# midi_event_parser

Fig. 1: midi_event_parser, gate families picked out
(2 px per um)
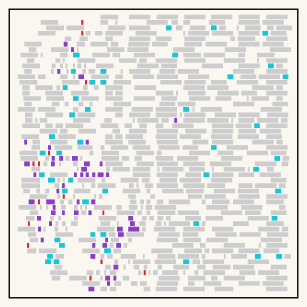

==> config.mk <==
export PLATFORM = sky130hd
export DESIGN_NAME = midi_event_parser
export DESIGN_NICKNAME = d
export VERILOG_FILES = /design/src/rtl/midi_pkg.sv /design/src/rtl/midi_event_fifo.sv /design/src/rtl/uart_receive.sv /design/src/rtl/midi_event_parser.sv
export SDC_FILE = /design/constraint.sdc
export NUM_CORES = 1
export LEC_CHECK = 0
export CAP_MARGIN = 30
export CELL_PAD_IN_SITES_DETAIL_PLACEMENT = 1
export CELL_PAD_IN_SITES_GLOBAL_PLACEMENT = 1
export CORE_MARGIN = 2
export CORE_UTILIZATION = 50
export CTS_CLUSTER_SIZE = 10
export DETAILED_ROUTE_END_ITERATION = 7
export GPL_ROUTABILITY_DRIVEN = 1
export PLACE_DENSITY_LB_ADDON = 0.05
export SYNTH_ARGS = -nofsm -noshare
export SYNTH_HDL_FRONTEND = slang
export SYNTH_HIERARCHICAL = 1
export SYNTH_SLANG_ARGS = --single-unit
export TNS_END_PERCENT = 1
==> constraint.sdc <==
create_clock -name clk -period 4 [get_ports clk]
set_input_delay 0.4 -clock clk [delete_from_list [all_inputs] [get_ports clk]]
set_output_delay 0.4 -clock clk [all_outputs]
set_load 0.005 [all_outputs]
==> src/rtl/midi_pkg.sv <==
// Shared definitions for the MIDI event parser.
//   - status nibble and system byte constants
//   - midi_event_t: one decoded note event (19 bits)
//   - parser_state_t: byte-level parser state
package midi_pkg;

  localparam logic [3:0] NOTE_OFF = 4'h8;
  localparam logic [3:0] NOTE_ON  = 4'h9;
  localparam logic [3:0] POLY_AT  = 4'hA;
  localparam logic [3:0] CC       = 4'hB;
  localparam logic [3:0] PROG     = 4'hC;
  localparam logic [3:0] CHAN_AT  = 4'hD;
  localparam logic [3:0] PITCH    = 4'hE;

  localparam logic [7:0] SYSEX_START = 8'hF0;
  localparam logic [7:0] SYSEX_END   = 8'hF7;
  localparam logic [7:0] RT_MIN      = 8'hF8;

  typedef struct packed {
    logic       note_on;
    logic [3:0] channel;
    logic [6:0] key;
    logic [6:0] velocity;
  } midi_event_t;

  typedef enum logic [1:0] {
    ST_NO_STATUS = 2'd0,
    ST_DATA1     = 2'd1,
    ST_DATA2     = 2'd2,
    ST_SYSEX     = 2'd3
  } parser_state_t;

endpackage

==> src/rtl/midi_event_fifo.sv <==
// First-word fall-through FIFO of midi_event_t with sticky overflow.
// Ports:
//   clk, rst (async active-low)
//   push, push_data       write side; a push while full without a pop is dropped
//   pop_ready             consumer takes the head when pop_valid=1
//   pop_valid, pop_data   head entry (pop_data reads 0 when empty)
//   clear_overflow        clears overflow; a simultaneous drop wins
//   overflow              sticky drop flag
//   count                 occupied entries
module midi_event_fifo
  import midi_pkg::*;
#(
  parameter int DEPTH = 8
) (
  input  logic                     clk,
  input  logic                     rst,
  input  logic                     push,
  input  midi_event_t              push_data,
  input  logic                     pop_ready,
  output logic                     pop_valid,
  output midi_event_t              pop_data,
  input  logic                     clear_overflow,
  output logic                     overflow,
  output logic [$clog2(DEPTH):0]   count
);

  localparam int AW = $clog2(DEPTH);
  localparam logic [AW:0] FULL_CNT = (AW + 1)'(DEPTH);

  midi_event_t mem [DEPTH];
  logic [AW-1:0] wr_ptr, rd_ptr;
  logic          full, empty, do_pop, do_push, drop;

  assign empty   = (count == '0);
  assign full    = (count == FULL_CNT);
  assign do_pop  = !empty && pop_ready;
  // a pop frees the slot in the same cycle, so a push onto a full FIFO is kept
  assign do_push = push && (!full || do_pop);
  assign drop    = push && full && !do_pop;

  assign pop_valid = !empty;
  assign pop_data  = empty ? '0 : mem[rd_ptr];

  always_ff @(posedge clk) begin
    if (do_push) mem[wr_ptr] <= push_data;
  end

  always_ff @(posedge clk or negedge rst) begin
    if (!rst) begin
      wr_ptr   <= '0;
      rd_ptr   <= '0;
      count    <= '0;
      overflow <= 1'b0;
    end else begin
      if (do_push) wr_ptr <= wr_ptr + 1'b1;
      if (do_pop)  rd_ptr <= rd_ptr + 1'b1;
      case ({do_push, do_pop})
        2'b10:   count <= count + 1'b1;
        2'b01:   count <= count - 1'b1;
        default: count <= count;
      endcase
      if (drop) overflow <= 1'b1;
      else if (clear_overflow) overflow <= 1'b0;
    end
  end

endmodule

==> src/rtl/uart_receive.sv <==
// 8N1 UART receiver.
// Ports:
//   clk, rst (async active-low)
//   rx     serial input, idle high
//   data   received byte, valid when valid=1
//   valid  one-cycle strobe per correctly framed byte
module uart_receive #(
  parameter int CLK_FREQ  = 50_000_000,
  parameter int BAUD_RATE = 31250
) (
  input  logic       clk,
  input  logic       rst,
  input  logic       rx,
  output logic [7:0] data,
  output logic       valid
);

  localparam int BIT_CYC = CLK_FREQ / BAUD_RATE;
  localparam int CNT_W   = (BIT_CYC > 2) ? $clog2(BIT_CYC) : 2;
  localparam logic [CNT_W-1:0] BIT_LOAD  = CNT_W'(BIT_CYC - 1);
  localparam logic [CNT_W-1:0] HALF_LOAD = CNT_W'(BIT_CYC / 2 - 1);

  typedef enum logic [1:0] {RX_IDLE, RX_START, RX_BITS, RX_STOP} rx_state_t;

  rx_state_t        state;
  logic [1:0]       sync;
  logic [CNT_W-1:0] cnt;
  logic [2:0]       bit_idx;
  logic [7:0]       shreg;
  logic             rx_s;

  assign rx_s = sync[1];

  always_ff @(posedge clk or negedge rst) begin
    if (!rst) begin
      sync    <= 2'b11;
      state   <= RX_IDLE;
      cnt     <= '0;
      bit_idx <= '0;
      shreg   <= '0;
      data    <= '0;
      valid   <= 1'b0;
    end else begin
      sync  <= {sync[0], rx};
      valid <= 1'b0;
      case (state)
        RX_IDLE: begin
          if (!rx_s) begin
            cnt   <= HALF_LOAD;
            state <= RX_START;
          end
        end
        RX_START: begin
          if (cnt == '0) begin
            // a glitch shorter than half a bit is not a start bit
            if (!rx_s) begin
              cnt     <= BIT_LOAD;
              bit_idx <= '0;
              state   <= RX_BITS;
            end else begin
              state <= RX_IDLE;
            end
          end else begin
            cnt <= cnt - 1'b1;
          end
        end
        RX_BITS: begin
          if (cnt == '0) begin
            shreg <= {rx_s, shreg[7:1]};
            cnt   <= BIT_LOAD;
            if (bit_idx == 3'd7) state <= RX_STOP;
            else bit_idx <= bit_idx + 1'b1;
          end else begin
            cnt <= cnt - 1'b1;
          end
        end
        default: begin
          if (cnt == '0) begin
            if (rx_s) begin
              data  <= shreg;
              valid <= 1'b1;
            end
            state <= RX_IDLE;
          end else begin
            cnt <= cnt - 1'b1;
          end
        end
      endcase
    end
  end

endmodule

==> src/rtl/midi_event_parser.sv <==
// MIDI byte parser: decodes Note On / Note Off on masked channels and queues
// them in an event FIFO with valid/ready output.
// Ports:
//   clk, rst (async active-low)
//   din             MIDI serial line
//   dout_ready      consumer accepts head event
//   clear_overflow  clears sticky overflow
//   dout_valid      head event valid
//   note_on, channel, key, velocity  head event fields
//   overflow        an event was dropped on a full FIFO
//   fifo_count      occupied FIFO entries
//
// state        | meaning
// ST_NO_STATUS | no running status, data bytes discarded
// ST_DATA1     | next data byte is d1
// ST_DATA2     | next data byte is d2, message completes
// ST_SYSEX     | inside SysEx, data bytes discarded
module midi_event_parser
  import midi_pkg::*;
#(
  parameter int          CLK_FREQ     = 50_000_000,
  parameter int          BAUD_RATE    = 31250,
  parameter logic [15:0] CHANNEL_MASK = 16'h0200,
  parameter int          FIFO_DEPTH   = 8,
  parameter bit          VEL0_IS_OFF  = 1'b1
) (
  input  logic                         clk,
  input  logic                         rst,
  input  logic                         din,
  input  logic                         dout_ready,
  input  logic                         clear_overflow,
  output logic                         dout_valid,
  output logic                         note_on,
  output logic [3:0]                   channel,
  output logic [6:0]                   key,
  output logic [6:0]                   velocity,
  output logic                         overflow,
  output logic [$clog2(FIFO_DEPTH):0]  fifo_count
);

  logic [7:0]    rx_data;
  logic          byte_valid;
  parser_state_t state;
  logic [7:0]    status;
  logic [6:0]    d1;
  logic          push_valid;
  midi_event_t   push_event;
  midi_event_t   head;

  uart_receive #(
    .CLK_FREQ  (CLK_FREQ),
    .BAUD_RATE (BAUD_RATE)
  ) u_rx (
    .clk   (clk),
    .rst   (rst),
    .rx    (din),
    .data  (rx_data),
    .valid (byte_valid)
  );

  always_ff @(posedge clk or negedge rst) begin
    if (!rst) begin
      state      <= ST_NO_STATUS;
      status     <= '0;
      d1         <= '0;
      push_valid <= 1'b0;
      push_event <= '0;
    end else begin
      push_valid <= 1'b0;
      // real-time bytes fall through untouched, even mid-message
      if (byte_valid && rx_data < RT_MIN) begin
        if (rx_data == SYSEX_START) begin
          state <= ST_SYSEX;
        end else if (rx_data == SYSEX_END) begin
          state <= ST_NO_STATUS;
        end else if (rx_data[7:4] == 4'hF) begin
          status <= '0;
          state  <= ST_NO_STATUS;
        end else if (rx_data[7]) begin
          status <= rx_data;
          state  <= ST_DATA1;
        end else begin
          case (state)
            ST_DATA1: begin
              d1 <= rx_data[6:0];
              // one-data-byte messages complete here and stay in DATA1
              if (status[7:4] != PROG && status[7:4] != CHAN_AT)
                state <= ST_DATA2;
            end
            ST_DATA2: begin
              state <= ST_DATA1;
              if ((status[7:4] == NOTE_ON || status[7:4] == NOTE_OFF) &&
                  CHANNEL_MASK[status[3:0]]) begin
                push_valid          <= 1'b1;
                push_event.note_on  <= (status[7:4] == NOTE_ON) &&
                                       !(VEL0_IS_OFF && rx_data[6:0] == 7'd0);
                push_event.channel  <= status[3:0];
                push_event.key      <= d1;
                push_event.velocity <= rx_data[6:0];
              end
            end
            default: begin
            end
          endcase
        end
      end
    end
  end

  midi_event_fifo #(
    .DEPTH (FIFO_DEPTH)
  ) u_fifo (
    .clk            (clk),
    .rst            (rst),
    .push           (push_valid),
    .push_data      (push_event),
    .pop_ready      (dout_ready),
    .pop_valid      (dout_valid),
    .pop_data       (head),
    .clear_overflow (clear_overflow),
    .overflow       (overflow),
    .count          (fifo_count)
  );

  assign note_on  = head.note_on;
  assign channel  = head.channel;
  assign key      = head.key;
  assign velocity = head.velocity;

endmodule

# cpu_step_controller

**src/rtl/cpu_step_controller.sv**
```systemverilog
// ---------------------------------------------------------------------------
// cpu_step_controller
//
// Turns a divided-clock level (tick_in) or a raw push-button (step_key) into
// single-cycle CPU clock-enable pulses on fast_clock. The processor can run
// free, run at tick rate, single-step on a key press, or halt. All logic sits
// on the one fast_clock domain.
//
// Optional feature macro: CPU_STEP_BURST_EN
//   undefined : in STEP mode each accepted key press gives one cpu_en pulse
//   defined   : each accepted key press gives BURST_LEN consecutive pulses
//
// Ports
//   fast_clock  in   1      system clock, all state on its rising edge
//   reset       in   1      synchronous, active-low reset
//   tick_in     in   1      divided-clock level, asynchronous to fast_clock
//   step_key    in   1      raw push-button, active-low (1 = released)
//   mode        in   2      00 HALT, 01 RUN, 10 SLOW (tick), 11 STEP (key)
//   cpu_en      out  1      CPU clock enable, one fast_clock wide per step
//   step_count  out  CNT_W  number of cycles with cpu_en=1, wraps
//   ledr        out  4      step_count[3:0]
//   halted      out  1      registered, 1 when mode was HALT last edge
// ---------------------------------------------------------------------------
module cpu_step_controller #(
    parameter int SYNC_STAGES     = 2,
    parameter int DEBOUNCE_CYCLES = 4,
    parameter int CNT_W           = 32,
    parameter int BURST_LEN       = 4
) (
    input  logic             fast_clock,
    input  logic             reset,
    input  logic             tick_in,
    input  logic             step_key,
    input  logic [1:0]       mode,
    output logic             cpu_en,
    output logic [CNT_W-1:0] step_count,
    output logic [3:0]       ledr,
    output logic             halted
);

    // Reject unusable configurations at elaboration time.
    if (SYNC_STAGES < 2 || DEBOUNCE_CYCLES < 1 || BURST_LEN < 1 || CNT_W < 4) begin : g_bad_cfg
        $error("cpu_step_controller: unsupported parameter set");
    end

    localparam int DB_W = (DEBOUNCE_CYCLES > 1) ? $clog2(DEBOUNCE_CYCLES) : 1;
    localparam logic [DB_W-1:0] DB_LAST = DB_W'(DEBOUNCE_CYCLES - 1);

    typedef enum logic [1:0] {
        MODE_HALT = 2'b00,
        MODE_RUN  = 2'b01,
        MODE_SLOW = 2'b10,
        MODE_STEP = 2'b11
    } mode_e;

    typedef enum logic [1:0] {
        K_IDLE,
        K_PRESS_DB,
        K_HELD,
        K_RELEASE_DB
    } key_state_e;

    mode_e w_mode;
    assign w_mode = mode_e'(mode);

    // ---------------- synchronizers ----------------
    logic [SYNC_STAGES-1:0] r_tick_sync;
    logic [SYNC_STAGES-1:0] r_key_sync;
    logic                   r_tick_prev;
    logic                   w_tick_rise;
    logic                   w_key;

    // Key chain resets to 1 so a held button after reset looks like a fresh press.
    // NOTE: sequential state uses non-blocking (<=) so every flop samples pre-edge values.
    always_ff @(posedge fast_clock) begin
        if (!reset) begin
            r_tick_sync <= '0;
            r_tick_prev <= 1'b0;
            r_key_sync  <= '1;
        end else begin
            r_tick_sync <= {r_tick_sync[SYNC_STAGES-2:0], tick_in};
            r_tick_prev <= r_tick_sync[SYNC_STAGES-1];
            r_key_sync  <= {r_key_sync[SYNC_STAGES-2:0], step_key};
        end
    end

    assign w_tick_rise = r_tick_sync[SYNC_STAGES-1] & ~r_tick_prev;
    assign w_key       = r_key_sync[SYNC_STAGES-1];

    // ---------------- key debounce FSM ----------------
    key_state_e      r_key_state, w_key_state_nxt;
    logic [DB_W-1:0] r_db_cnt, w_db_cnt_nxt;
    logic            w_step_req;

    always_ff @(posedge fast_clock) begin
        if (!reset) begin
            r_key_state <= K_IDLE;
            r_db_cnt    <= '0;
        end else begin
            r_key_state <= w_key_state_nxt;
            r_db_cnt    <= w_db_cnt_nxt;
        end
    end

    // NOTE: every output of this block gets a default first, so no path can infer a latch.
    always_comb begin
        w_key_state_nxt = r_key_state;
        w_db_cnt_nxt    = r_db_cnt;
        w_step_req      = 1'b0;
        case (r_key_state)
            K_IDLE: begin
                if (!w_key) begin
                    w_key_state_nxt = K_PRESS_DB;
                    w_db_cnt_nxt    = '0;
                end
            end
            K_PRESS_DB: begin
                if (w_key) begin
                    w_key_state_nxt = K_IDLE;
                end else if (r_db_cnt == DB_LAST) begin
                    // Single request per press: leaving for K_HELD makes it one cycle wide.
                    w_key_state_nxt = K_HELD;
                    w_step_req      = 1'b1;
                end else begin
                    w_db_cnt_nxt = r_db_cnt + DB_W'(1);
                end
            end
            K_HELD: begin
                if (w_key) begin
                    w_key_state_nxt = K_RELEASE_DB;
                    w_db_cnt_nxt    = '0;
                end
            end
            K_RELEASE_DB: begin
                if (!w_key) begin
                    w_key_state_nxt = K_HELD;
                end else if (r_db_cnt == DB_LAST) begin
                    w_key_state_nxt = K_IDLE;
                end else begin
                    w_db_cnt_nxt = r_db_cnt + DB_W'(1);
                end
            end
            default: w_key_state_nxt = K_IDLE;
        endcase
    end

    // ---------------- STEP-mode pulse source ----------------
    logic w_step_pulse;

`ifdef CPU_STEP_BURST_EN
    localparam int BST_W = $clog2(BURST_LEN + 1);

    // Holds the number of enables still owed after the current one.
    logic [BST_W-1:0] r_burst;

    always_ff @(posedge fast_clock) begin
        if (!reset || w_mode != MODE_STEP) begin
            r_burst <= '0;
        end else if (r_burst != '0) begin
            r_burst <= r_burst - BST_W'(1);
        end else if (w_step_req) begin
            r_burst <= BST_W'(BURST_LEN - 1);
        end
    end

    // A request arriving while a burst is running is absorbed by the first term.
    assign w_step_pulse = (r_burst != '0) | w_step_req;
`else
    assign w_step_pulse = w_step_req;
`endif

    // ---------------- enable, counter, status ----------------
    logic             r_cpu_en;
    logic             w_cpu_en_nxt;
    logic [CNT_W-1:0] r_step_count;
    logic             r_halted;

    // Requests seen in a mode that does not consume them are simply dropped here.
    always_comb begin
        w_cpu_en_nxt = 1'b0;
        case (w_mode)
            MODE_HALT: w_cpu_en_nxt = 1'b0;
            MODE_RUN:  w_cpu_en_nxt = 1'b1;
            MODE_SLOW: w_cpu_en_nxt = w_tick_rise;
            MODE_STEP: w_cpu_en_nxt = w_step_pulse;
            default:   w_cpu_en_nxt = 1'b0;
        endcase
    end

    always_ff @(posedge fast_clock) begin
        if (!reset) begin
            r_cpu_en     <= 1'b0;
            r_step_count <= '0;
            r_halted     <= 1'b0;
        end else begin
            r_cpu_en <= w_cpu_en_nxt;
            if (r_cpu_en) begin
                r_step_count <= r_step_count + CNT_W'(1);
            end
            r_halted <= (w_mode == MODE_HALT);
        end
    end

    assign cpu_en     = r_cpu_en;
    assign step_count = r_step_count;
    assign ledr       = r_step_count[3:0];
    assign halted     = r_halted;

endmodule
```
**config.mk**
```make
export PLATFORM = sky130hd
export DESIGN_NAME = cpu_step_controller
export DESIGN_NICKNAME = d
export VERILOG_FILES = /design/src/rtl/cpu_step_controller.sv
export SDC_FILE = /design/constraint.sdc
export NUM_CORES = 1
export LEC_CHECK = 0
export ABC_AREA = 1
export CAP_MARGIN = 20
export CORE_MARGIN = 1
export CORE_UTILIZATION = 55
export DETAILED_ROUTE_END_ITERATION = 12
export DONT_BUFFER_PORTS = 1
export PLACE_DENSITY = 0.77
export SLEW_MARGIN = 20
export SYNTH_ARGS = -nofsm -noshare
export SYNTH_HDL_FRONTEND = slang
export SYNTH_SLANG_ARGS = --single-unit
```
**constraint.sdc**
```tcl
create_clock -name fast_clock -period 1.25 [get_ports fast_clock]
set_input_delay 0.375 -clock fast_clock [delete_from_list [all_inputs] [get_ports fast_clock]]
set_output_delay 0.375 -clock fast_clock [all_outputs]
set_load 0.005 [all_outputs]
```
Fig. 2: cpu_step_controller, routing congestion
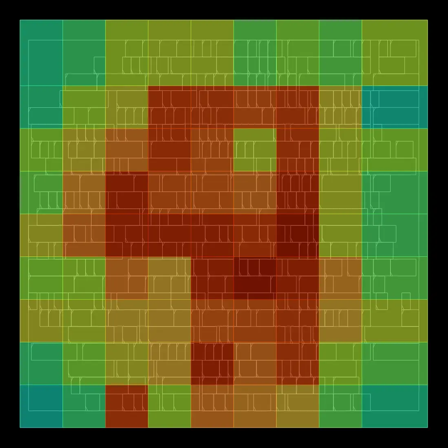
Top Usage Layer GRT: met2
met2 usage: 49.1%
grt met3 use: 7.41%
met1 usage: 36.8%

Fig. 3: cpu_step_controller, gate families picked out
(6 px per um)
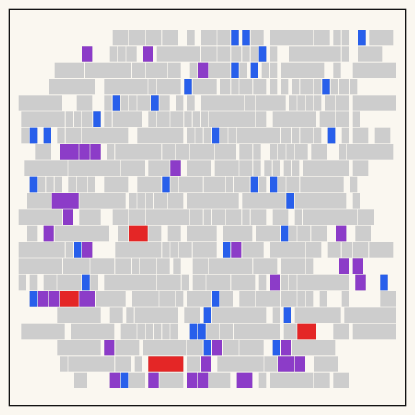
Key: XOR/XNOR gates = red [cells 4]; inverting AOI/OAI gates = purple [cells 31]; inverters = blue [cells 34, where all over the die]
commonest non-fill, non-tap cell in the layout: nand2_1
final cell count without fillers: 416
combinational share of cell area: 46.1%

==> flow_summary.json, cpu_step_controller <==
{
  "largest_cell_class": "combinational gates",
  "drc_errors": 0,
  "crit_family": "simple AND/OR/NAND/NOR gates",
  "synth_chip_area_um2": 2240,
  "rows": 22,
  "via_per_inst": 5.48,
  "clkLatencyLatePin_ns": 0.30,
  "grtUsageTotal_pct": 29.4,
  "hold_violations": 0,
  "gp_congestion": 0.853,
  "hpwl_mm": 4.03,
  "period_needed_ns": 1.36,
  "synth_cells": 316,
  "setup_violations": 24,
  "h-tree-depth": 2,
  "hp-class": "primary input to flip-flop",
  "max_stage_delay_ns": 0.37,
  "cp.buffers_inverters": 1,
  "cts_tree": "done",
  "reg2reg_to": "step_count[28]",
  "setup.worst_path.class": "flip-flop to flip-flop",
  "p_comb_mw": 0.0991,
  "p_sw_share_pct": 22.1,
  "status": "finished with violations",
  "seq_share_pct": 29.6,
  "antenna_cells": 0,
  "die_w_um": 65.8,
  "p_switching_mw": 0.563,
  "postSynthAreaPerCell_um2": 7.09,
  "signal_buffers": 52,
  "grt_pass1_wl_mm": 9.58,
  "initCoreUtil_pct": 59.4,
  "ff_count": 43,
  "topCellsByArea": "dfxtp_1, nand2_1, nor2_1",
  "setup_ws_ns": -0.107,
  "failed_checks": "negative setup slack"
}
## cpu_step_controller: how the worst min path moves through the flow
stage / from / endpoint / slack [ns] / cells past startpoint
CTS: mode[0] / halted / 0.14 / 1
floorplan: r_tick_sync[0] / r_tick_sync[1] / 0.39 / 2
finish: mode[0] / halted / 0.14 / 1
detailed placement: r_key_sync[0] / r_key_sync[1] / 0.40 / 1
global route: mode[0] / halted / 0.12 / 1
global placement: r_key_sync[0] / r_key_sync[1] / 0.40 / 1
Fig. 4: midi_event_parser, signal metal coverage by tile
(2 px per um) 29 x 29 tiles, from white (low) to dark blue (high), scaled to the fullest tile. Values are wire area over tile area, all layers added.
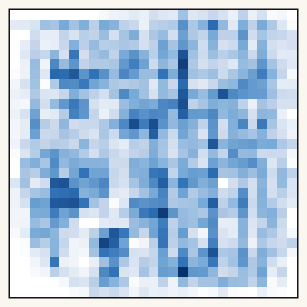
The emptiest ninth of the die: south-west. The densest ninth of the die: center. The fullest tile reaches 0.44. 6.1% of the tiles are nearly empty. The mean over all tiles is 0.15.
Via Count: 5,309
Post-Route WL: 20.0 mm

Fig. 5: midi_event_parser, routing congestion
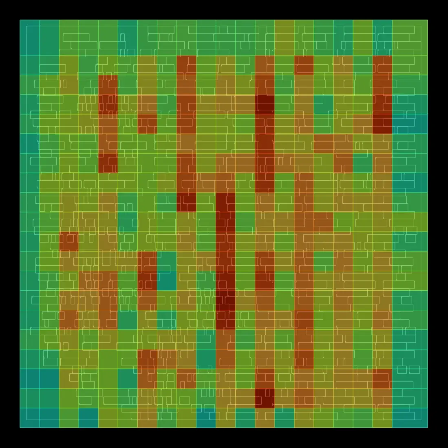
final core occ: 57.9%
Top Usage Layer GRT: met2
met2 usage: 35.5%
grt met3 use: 2.73%
GRT Total Usage: 20.2%

About Fig. 1:
Key: inverters = red [cells 14]; inverting AOI/OAI gates = purple [cells 53]; AND-OR and OR-AND gates = cyan [cells 46, where all over the die]
commonest non-fill, non-tap cell in the layout: edfxtp_1
final cell count without fillers: 903
combinational share of cell area: 26.2%

==> flow_summary.json, midi_event_parser <==
{
  "cp_slowest_cell": "dfrtp_2",
  "crit_path_cell_trace": "buf_12 > mux4_2 > a22o_1 > clkdlybuf4s50_1",
  "post_cts_buffers": 0,
  "flop_area_um2": 6650,
  "synth_chip_area_um2": 9740,
  "aoi_share_pct": 7.73,
  "drtIter0Drc": 225,
  "p_sw_share_pct": 19.0,
  "clk_pin_slew_ns": 0.05,
  "p_switching_mw": 0.909,
  "synth_seq_share_pct": 68.2,
  "logic_family": "multiplexers",
  "stdcell_area_um2": 11200,
  "inverters": 14,
  "yosysCellCount": 570,
  "nNetsFinal": 636,
  "synth_cell_types": 70,
  "cp-start-kind": "flip-flop",
  "period_needed_ns": 3.24,
  "synth-edff-count": 152,
  "status": "complete, no violations",
  "ys_ff": 235,
  "max_stage_delay_ns": 0.75,
  "ff_count": 235,
  "gp_congestion": 0.790,
  "dr.max_layer_used": "met4",
  "ys_sh_adder_pct": 1.67
}
==> midi_event_parser: worst max path at each step <==
stage | startpoint | endpoint | slack, ns | cells past startpoint
after global placement | u_fifo/rd_ptr[0] | velocity[4] | 1.25 | 4
after floorplan | u_fifo/count[0] | u_fifo/mem[0][0] | 0.66 | 5
after CTS | u_fifo/rd_ptr[0] | velocity[4] | 0.68 | 4
after global routing | u_fifo/rd_ptr[0] | key[3] | 0.60 | 4
after detailed placement | dout_ready | u_fifo/count[2] | 1.15 | 7
final | u_fifo/rd_ptr[0] | velocity[4] | 0.76 | 4

# load_store_unit

Fig. 6: load_store_unit, gate families picked out
(3 px per um)
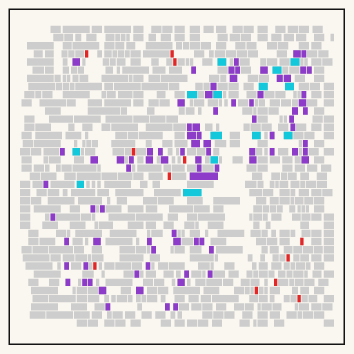
Fig. 7: load_store_unit, signal metal coverage by tile
(3 px per um) 22 x 22 tiles, from white (low) to dark blue (high), scaled to the fullest tile. Values are wire area over tile area, all layers added.
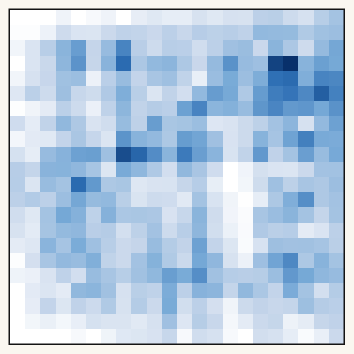
<file path="config.mk">
export PLATFORM = sky130hd
export DESIGN_NAME = load_store_unit
export DESIGN_NICKNAME = d
export VERILOG_FILES = /design/src/rtl/lsu_pkg.sv /design/src/rtl/lsu_align.sv /design/src/rtl/load_store_unit.sv
export SDC_FILE = /design/constraint.sdc
export NUM_CORES = 1
export LEC_CHECK = 0
export CAP_MARGIN = 30
export CORE_MARGIN = 3
export CORE_UTILIZATION = 48
export DETAILED_ROUTE_END_ITERATION = 10
export PLACE_DENSITY_LB_ADDON = 0.1
export SYNTH_ARGS = -nofsm -noshare
export SYNTH_HDL_FRONTEND = slang
export SYNTH_SLANG_ARGS = --single-unit
</file>
<file path="constraint.sdc">
create_clock -name clk -period 7.65 [get_ports clk]
set_input_delay 1.53 -clock clk [delete_from_list [all_inputs] [get_ports clk]]
set_output_delay 1.53 -clock clk [all_outputs]
set_load 0.02 [all_outputs]
</file>
<file path="src/rtl/lsu_pkg.sv">
// Shared types and helpers for the MEM-stage load/store unit.
package lsu_pkg;

  typedef enum logic [2:0] {
    MEM_B  = 3'd0,
    MEM_H  = 3'd1,
    MEM_W  = 3'd2,
    MEM_BU = 3'd4,
    MEM_HU = 3'd5
  } mem_funct3_e;

  typedef enum logic {
    LSU_IDLE,
    LSU_SECOND
  } lsu_state_e;

  // Access size in bytes from funct3[1:0]; the illegal encoding 11 is screened by the caller.
  function automatic logic [2:0] size_bytes(input logic [1:0] sz);
    case (sz)
      2'b00:   size_bytes = 3'd1;
      2'b01:   size_bytes = 3'd2;
      default: size_bytes = 3'd4;
    endcase
  endfunction

endpackage

</file>
<file path="src/rtl/lsu_align.sv">
// Combinational lane logic: byte-enable mask over two words, store data lane shift,
// load data realignment and sign/zero extension.
module lsu_align
  import lsu_pkg::*;
(
  input  logic [2:0]  funct3_i,
  input  logic [1:0]  offset_i,
  input  logic [31:0] wdata_i,
  input  logic [31:0] rdata_lo_i,
  input  logic [31:0] rdata_hi_i,
  output logic [7:0]  mask8_o,
  output logic [31:0] wdata_lo_o,
  output logic [31:0] wdata_hi_o,
  output logic [31:0] load_data_o
);

  logic [2:0]  n;
  logic [63:0] w64;
  logic [31:0] shifted;

  always_comb begin
    n       = size_bytes(funct3_i[1:0]);
    mask8_o = ((8'd1 << n) - 8'd1) << offset_i;
    w64     = {32'b0, wdata_i} << {offset_i, 3'b000};
    // A split load sees {high word, low word}; a single access just sees the word twice.
    shifted = 32'({rdata_hi_i, rdata_lo_i} >> {offset_i, 3'b000});
    case (funct3_i[1:0])
      2'b00:   load_data_o = {{24{~funct3_i[2] & shifted[7]}}, shifted[7:0]};
      2'b01:   load_data_o = {{16{~funct3_i[2] & shifted[15]}}, shifted[15:0]};
      default: load_data_o = shifted;
    endcase
  end

  assign wdata_lo_o = w64[31:0];
  assign wdata_hi_o = w64[63:32];

endmodule

</file>
<file path="src/rtl/load_store_unit.sv">
// MEM-stage load/store unit: byte-addressed requests to word accesses with byte enables,
// splitting word-crossing accesses into two back-to-back cycles while stalling the pipeline.
module load_store_unit
  import lsu_pkg::*;
#(
  parameter int XLEN        = 32,
  parameter bit MISALIGN_EN = 1'b1
) (
  input  logic            clk,
  input  logic            rst,
  input  logic            req_valid,
  input  logic            req_we,
  input  logic [2:0]      req_funct3,
  input  logic [XLEN-1:0] req_addr,
  input  logic [XLEN-1:0] req_wdata,
  output logic            stall,
  output logic            err,
  output logic [XLEN-1:0] load_data,
  output logic [15:0]     split_cnt,
  output logic            mem_valid,
  output logic            mem_we,
  output logic [XLEN-1:0] mem_addr,
  output logic [XLEN-1:0] mem_wdata,
  output logic [3:0]      mem_byte_enable,
  input  logic [XLEN-1:0] mem_rdata
);

  lsu_state_e  state_q, state_d;
  logic [31:0] hold_lo_q, hold_lo_d;
  logic [15:0] split_cnt_q, split_cnt_d;

  logic [7:0]  mask8;
  logic [31:0] wdata_lo, wdata_hi;
  logic        illegal, is_split;
  logic [31:0] word_addr;

  lsu_align u_align (
    .funct3_i    (req_funct3),
    .offset_i    (req_addr[1:0]),
    .wdata_i     (req_wdata),
    .rdata_lo_i  ((state_q == LSU_SECOND) ? hold_lo_q : mem_rdata),
    .rdata_hi_i  (mem_rdata),
    .mask8_o     (mask8),
    .wdata_lo_o  (wdata_lo),
    .wdata_hi_o  (wdata_hi),
    .load_data_o (load_data)
  );

  assign illegal   = (req_funct3 == 3'b011) || (req_funct3[2:1] == 2'b11) || (req_we && req_funct3[2]);
  assign is_split  = |mask8[7:4];
  assign word_addr = {req_addr[31:2], 2'b00};
  assign err       = ~rst & req_valid & (illegal | (is_split & ~MISALIGN_EN));
  // A dropped req_valid in SECOND is a flush: it falls out here as mem_valid=0.
  assign mem_valid = ~rst & req_valid & ~err;
  assign mem_we    = req_we & mem_valid;
  assign split_cnt = split_cnt_q;

  always_comb begin
    state_d         = state_q;
    hold_lo_d       = hold_lo_q;
    split_cnt_d     = split_cnt_q;
    stall           = 1'b0;
    mem_addr        = word_addr;
    mem_wdata       = wdata_lo;
    mem_byte_enable = mask8[3:0];
    case (state_q)
      LSU_IDLE: begin
        if (mem_valid && is_split) begin
          stall     = 1'b1;
          hold_lo_d = mem_rdata;
          state_d   = LSU_SECOND;
        end
      end
      LSU_SECOND: begin
        state_d         = LSU_IDLE;
        mem_addr        = word_addr + 32'd4;
        mem_wdata       = wdata_hi;
        mem_byte_enable = mask8[7:4];
        if (mem_valid && split_cnt_q != 16'hFFFF) split_cnt_d = split_cnt_q + 16'd1;
      end
      default: state_d = LSU_IDLE;
    endcase
    if (!mem_valid) mem_byte_enable = 4'b0000;
  end

  always_ff @(posedge clk or posedge rst) begin
    if (rst) begin
      state_q     <= LSU_IDLE;
      hold_lo_q   <= 32'b0;
      split_cnt_q <= 16'b0;
    end else begin
      state_q     <= state_d;
      hold_lo_q   <= hold_lo_d;
      split_cnt_q <= split_cnt_d;
    end
  end

endmodule

</file>
==> flow_summary.json <==
{
  "aoi_share_pct": 12.2,
  "status": "complete, no violations",
  "stdcell_area_um2": 7570,
  "logic_family": "multiplexers",
  "whs_ns": 0.517,
  "antenna_left": 0,
  "grt_overflow": 0,
  "buffer_area_share_pct": 29.7,
  "clk_pin_slew_ns": 0.09,
  "clkLatencyLatePin_ns": 0.31,
  "cts_sinks": 49,
  "holdBufCountCts": 0,
  "power_frac_clock_pct": 18.1,
  "drc_errors": 0,
  "combPwrFrac_pct": 47.9
}
Notes on Fig. 6 above:
Key: inverting AOI/OAI gates = purple [cells 84, where all over the die]; inverters = red [cells 12]; AND-OR and OR-AND gates = cyan [cells 14]
commonest non-fill, non-tap cell in the layout: clkdlybuf4s50_1
final cell count without fillers: 908

Notes on Fig. 7 above:
The fullest tile reaches 0.73. The densest ninth of the die: north-east. 12% of the tiles are over half the peak. The mean over all tiles is 0.23. 4.5% of the tiles are nearly empty.
Via Count: 5,391
Post-Route WL: 17.3 mm
routed len/inst: 19.1 um

[synthesized netlist by cell type (6+ instances only)]
master    count
nand2_1      72
mux4_2       14
clkbuf_1     21
buf_2         9
xnor2_1      17
nor4_1       19
nand4_1      10
and2_1       12
mux2_4       29
a21oi_1       7
buf_4        11
a22o_1        8
xor2_1       28
nor2_1       10
nand3_1      33
nor3_1       12
mux2i_1      63
inv_1        10
o21ai_0      43
dfrtp_1      49
and3_1        6
o211ai_1      9
buf_6         6
mux2_2       22
a211oi_1     10
o22ai_1       9
[registers in the layout, summed over array words and instances (netlist names)]
register	count
split_cnt	16
hold_lo_q	32
state_q	1


==> screenshots <==
Routed clock nets over the placement.
image #1
(3 px per um)
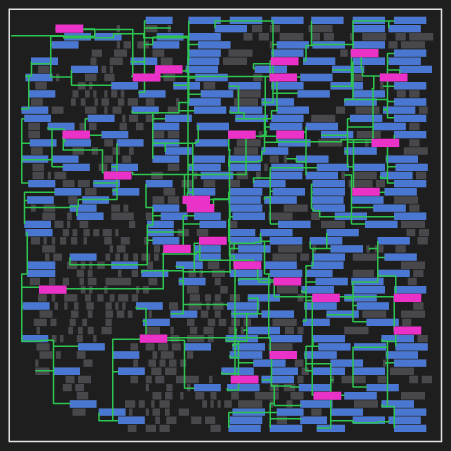
image #2
(4 px per um)
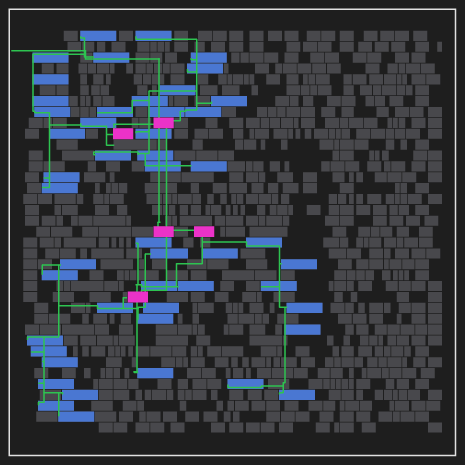
image #3
(8 px per um)
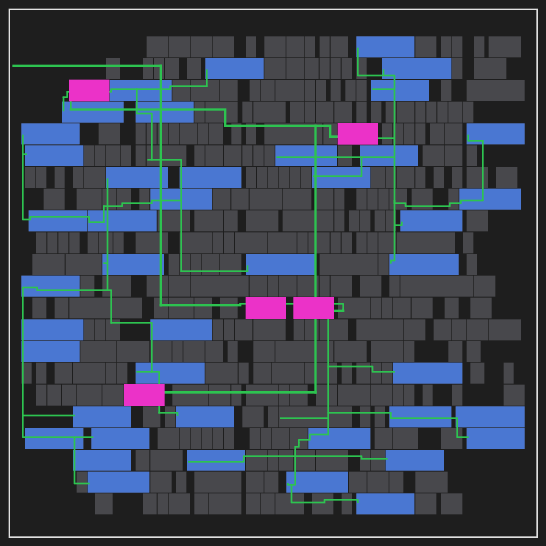
Image #1 comes from midi_event_parser.
Image #2 comes from load_store_unit.
Image #3 comes from cpu_step_controller.
The one with the most sequential cells is image #1.
The one with the largest die is image #1.

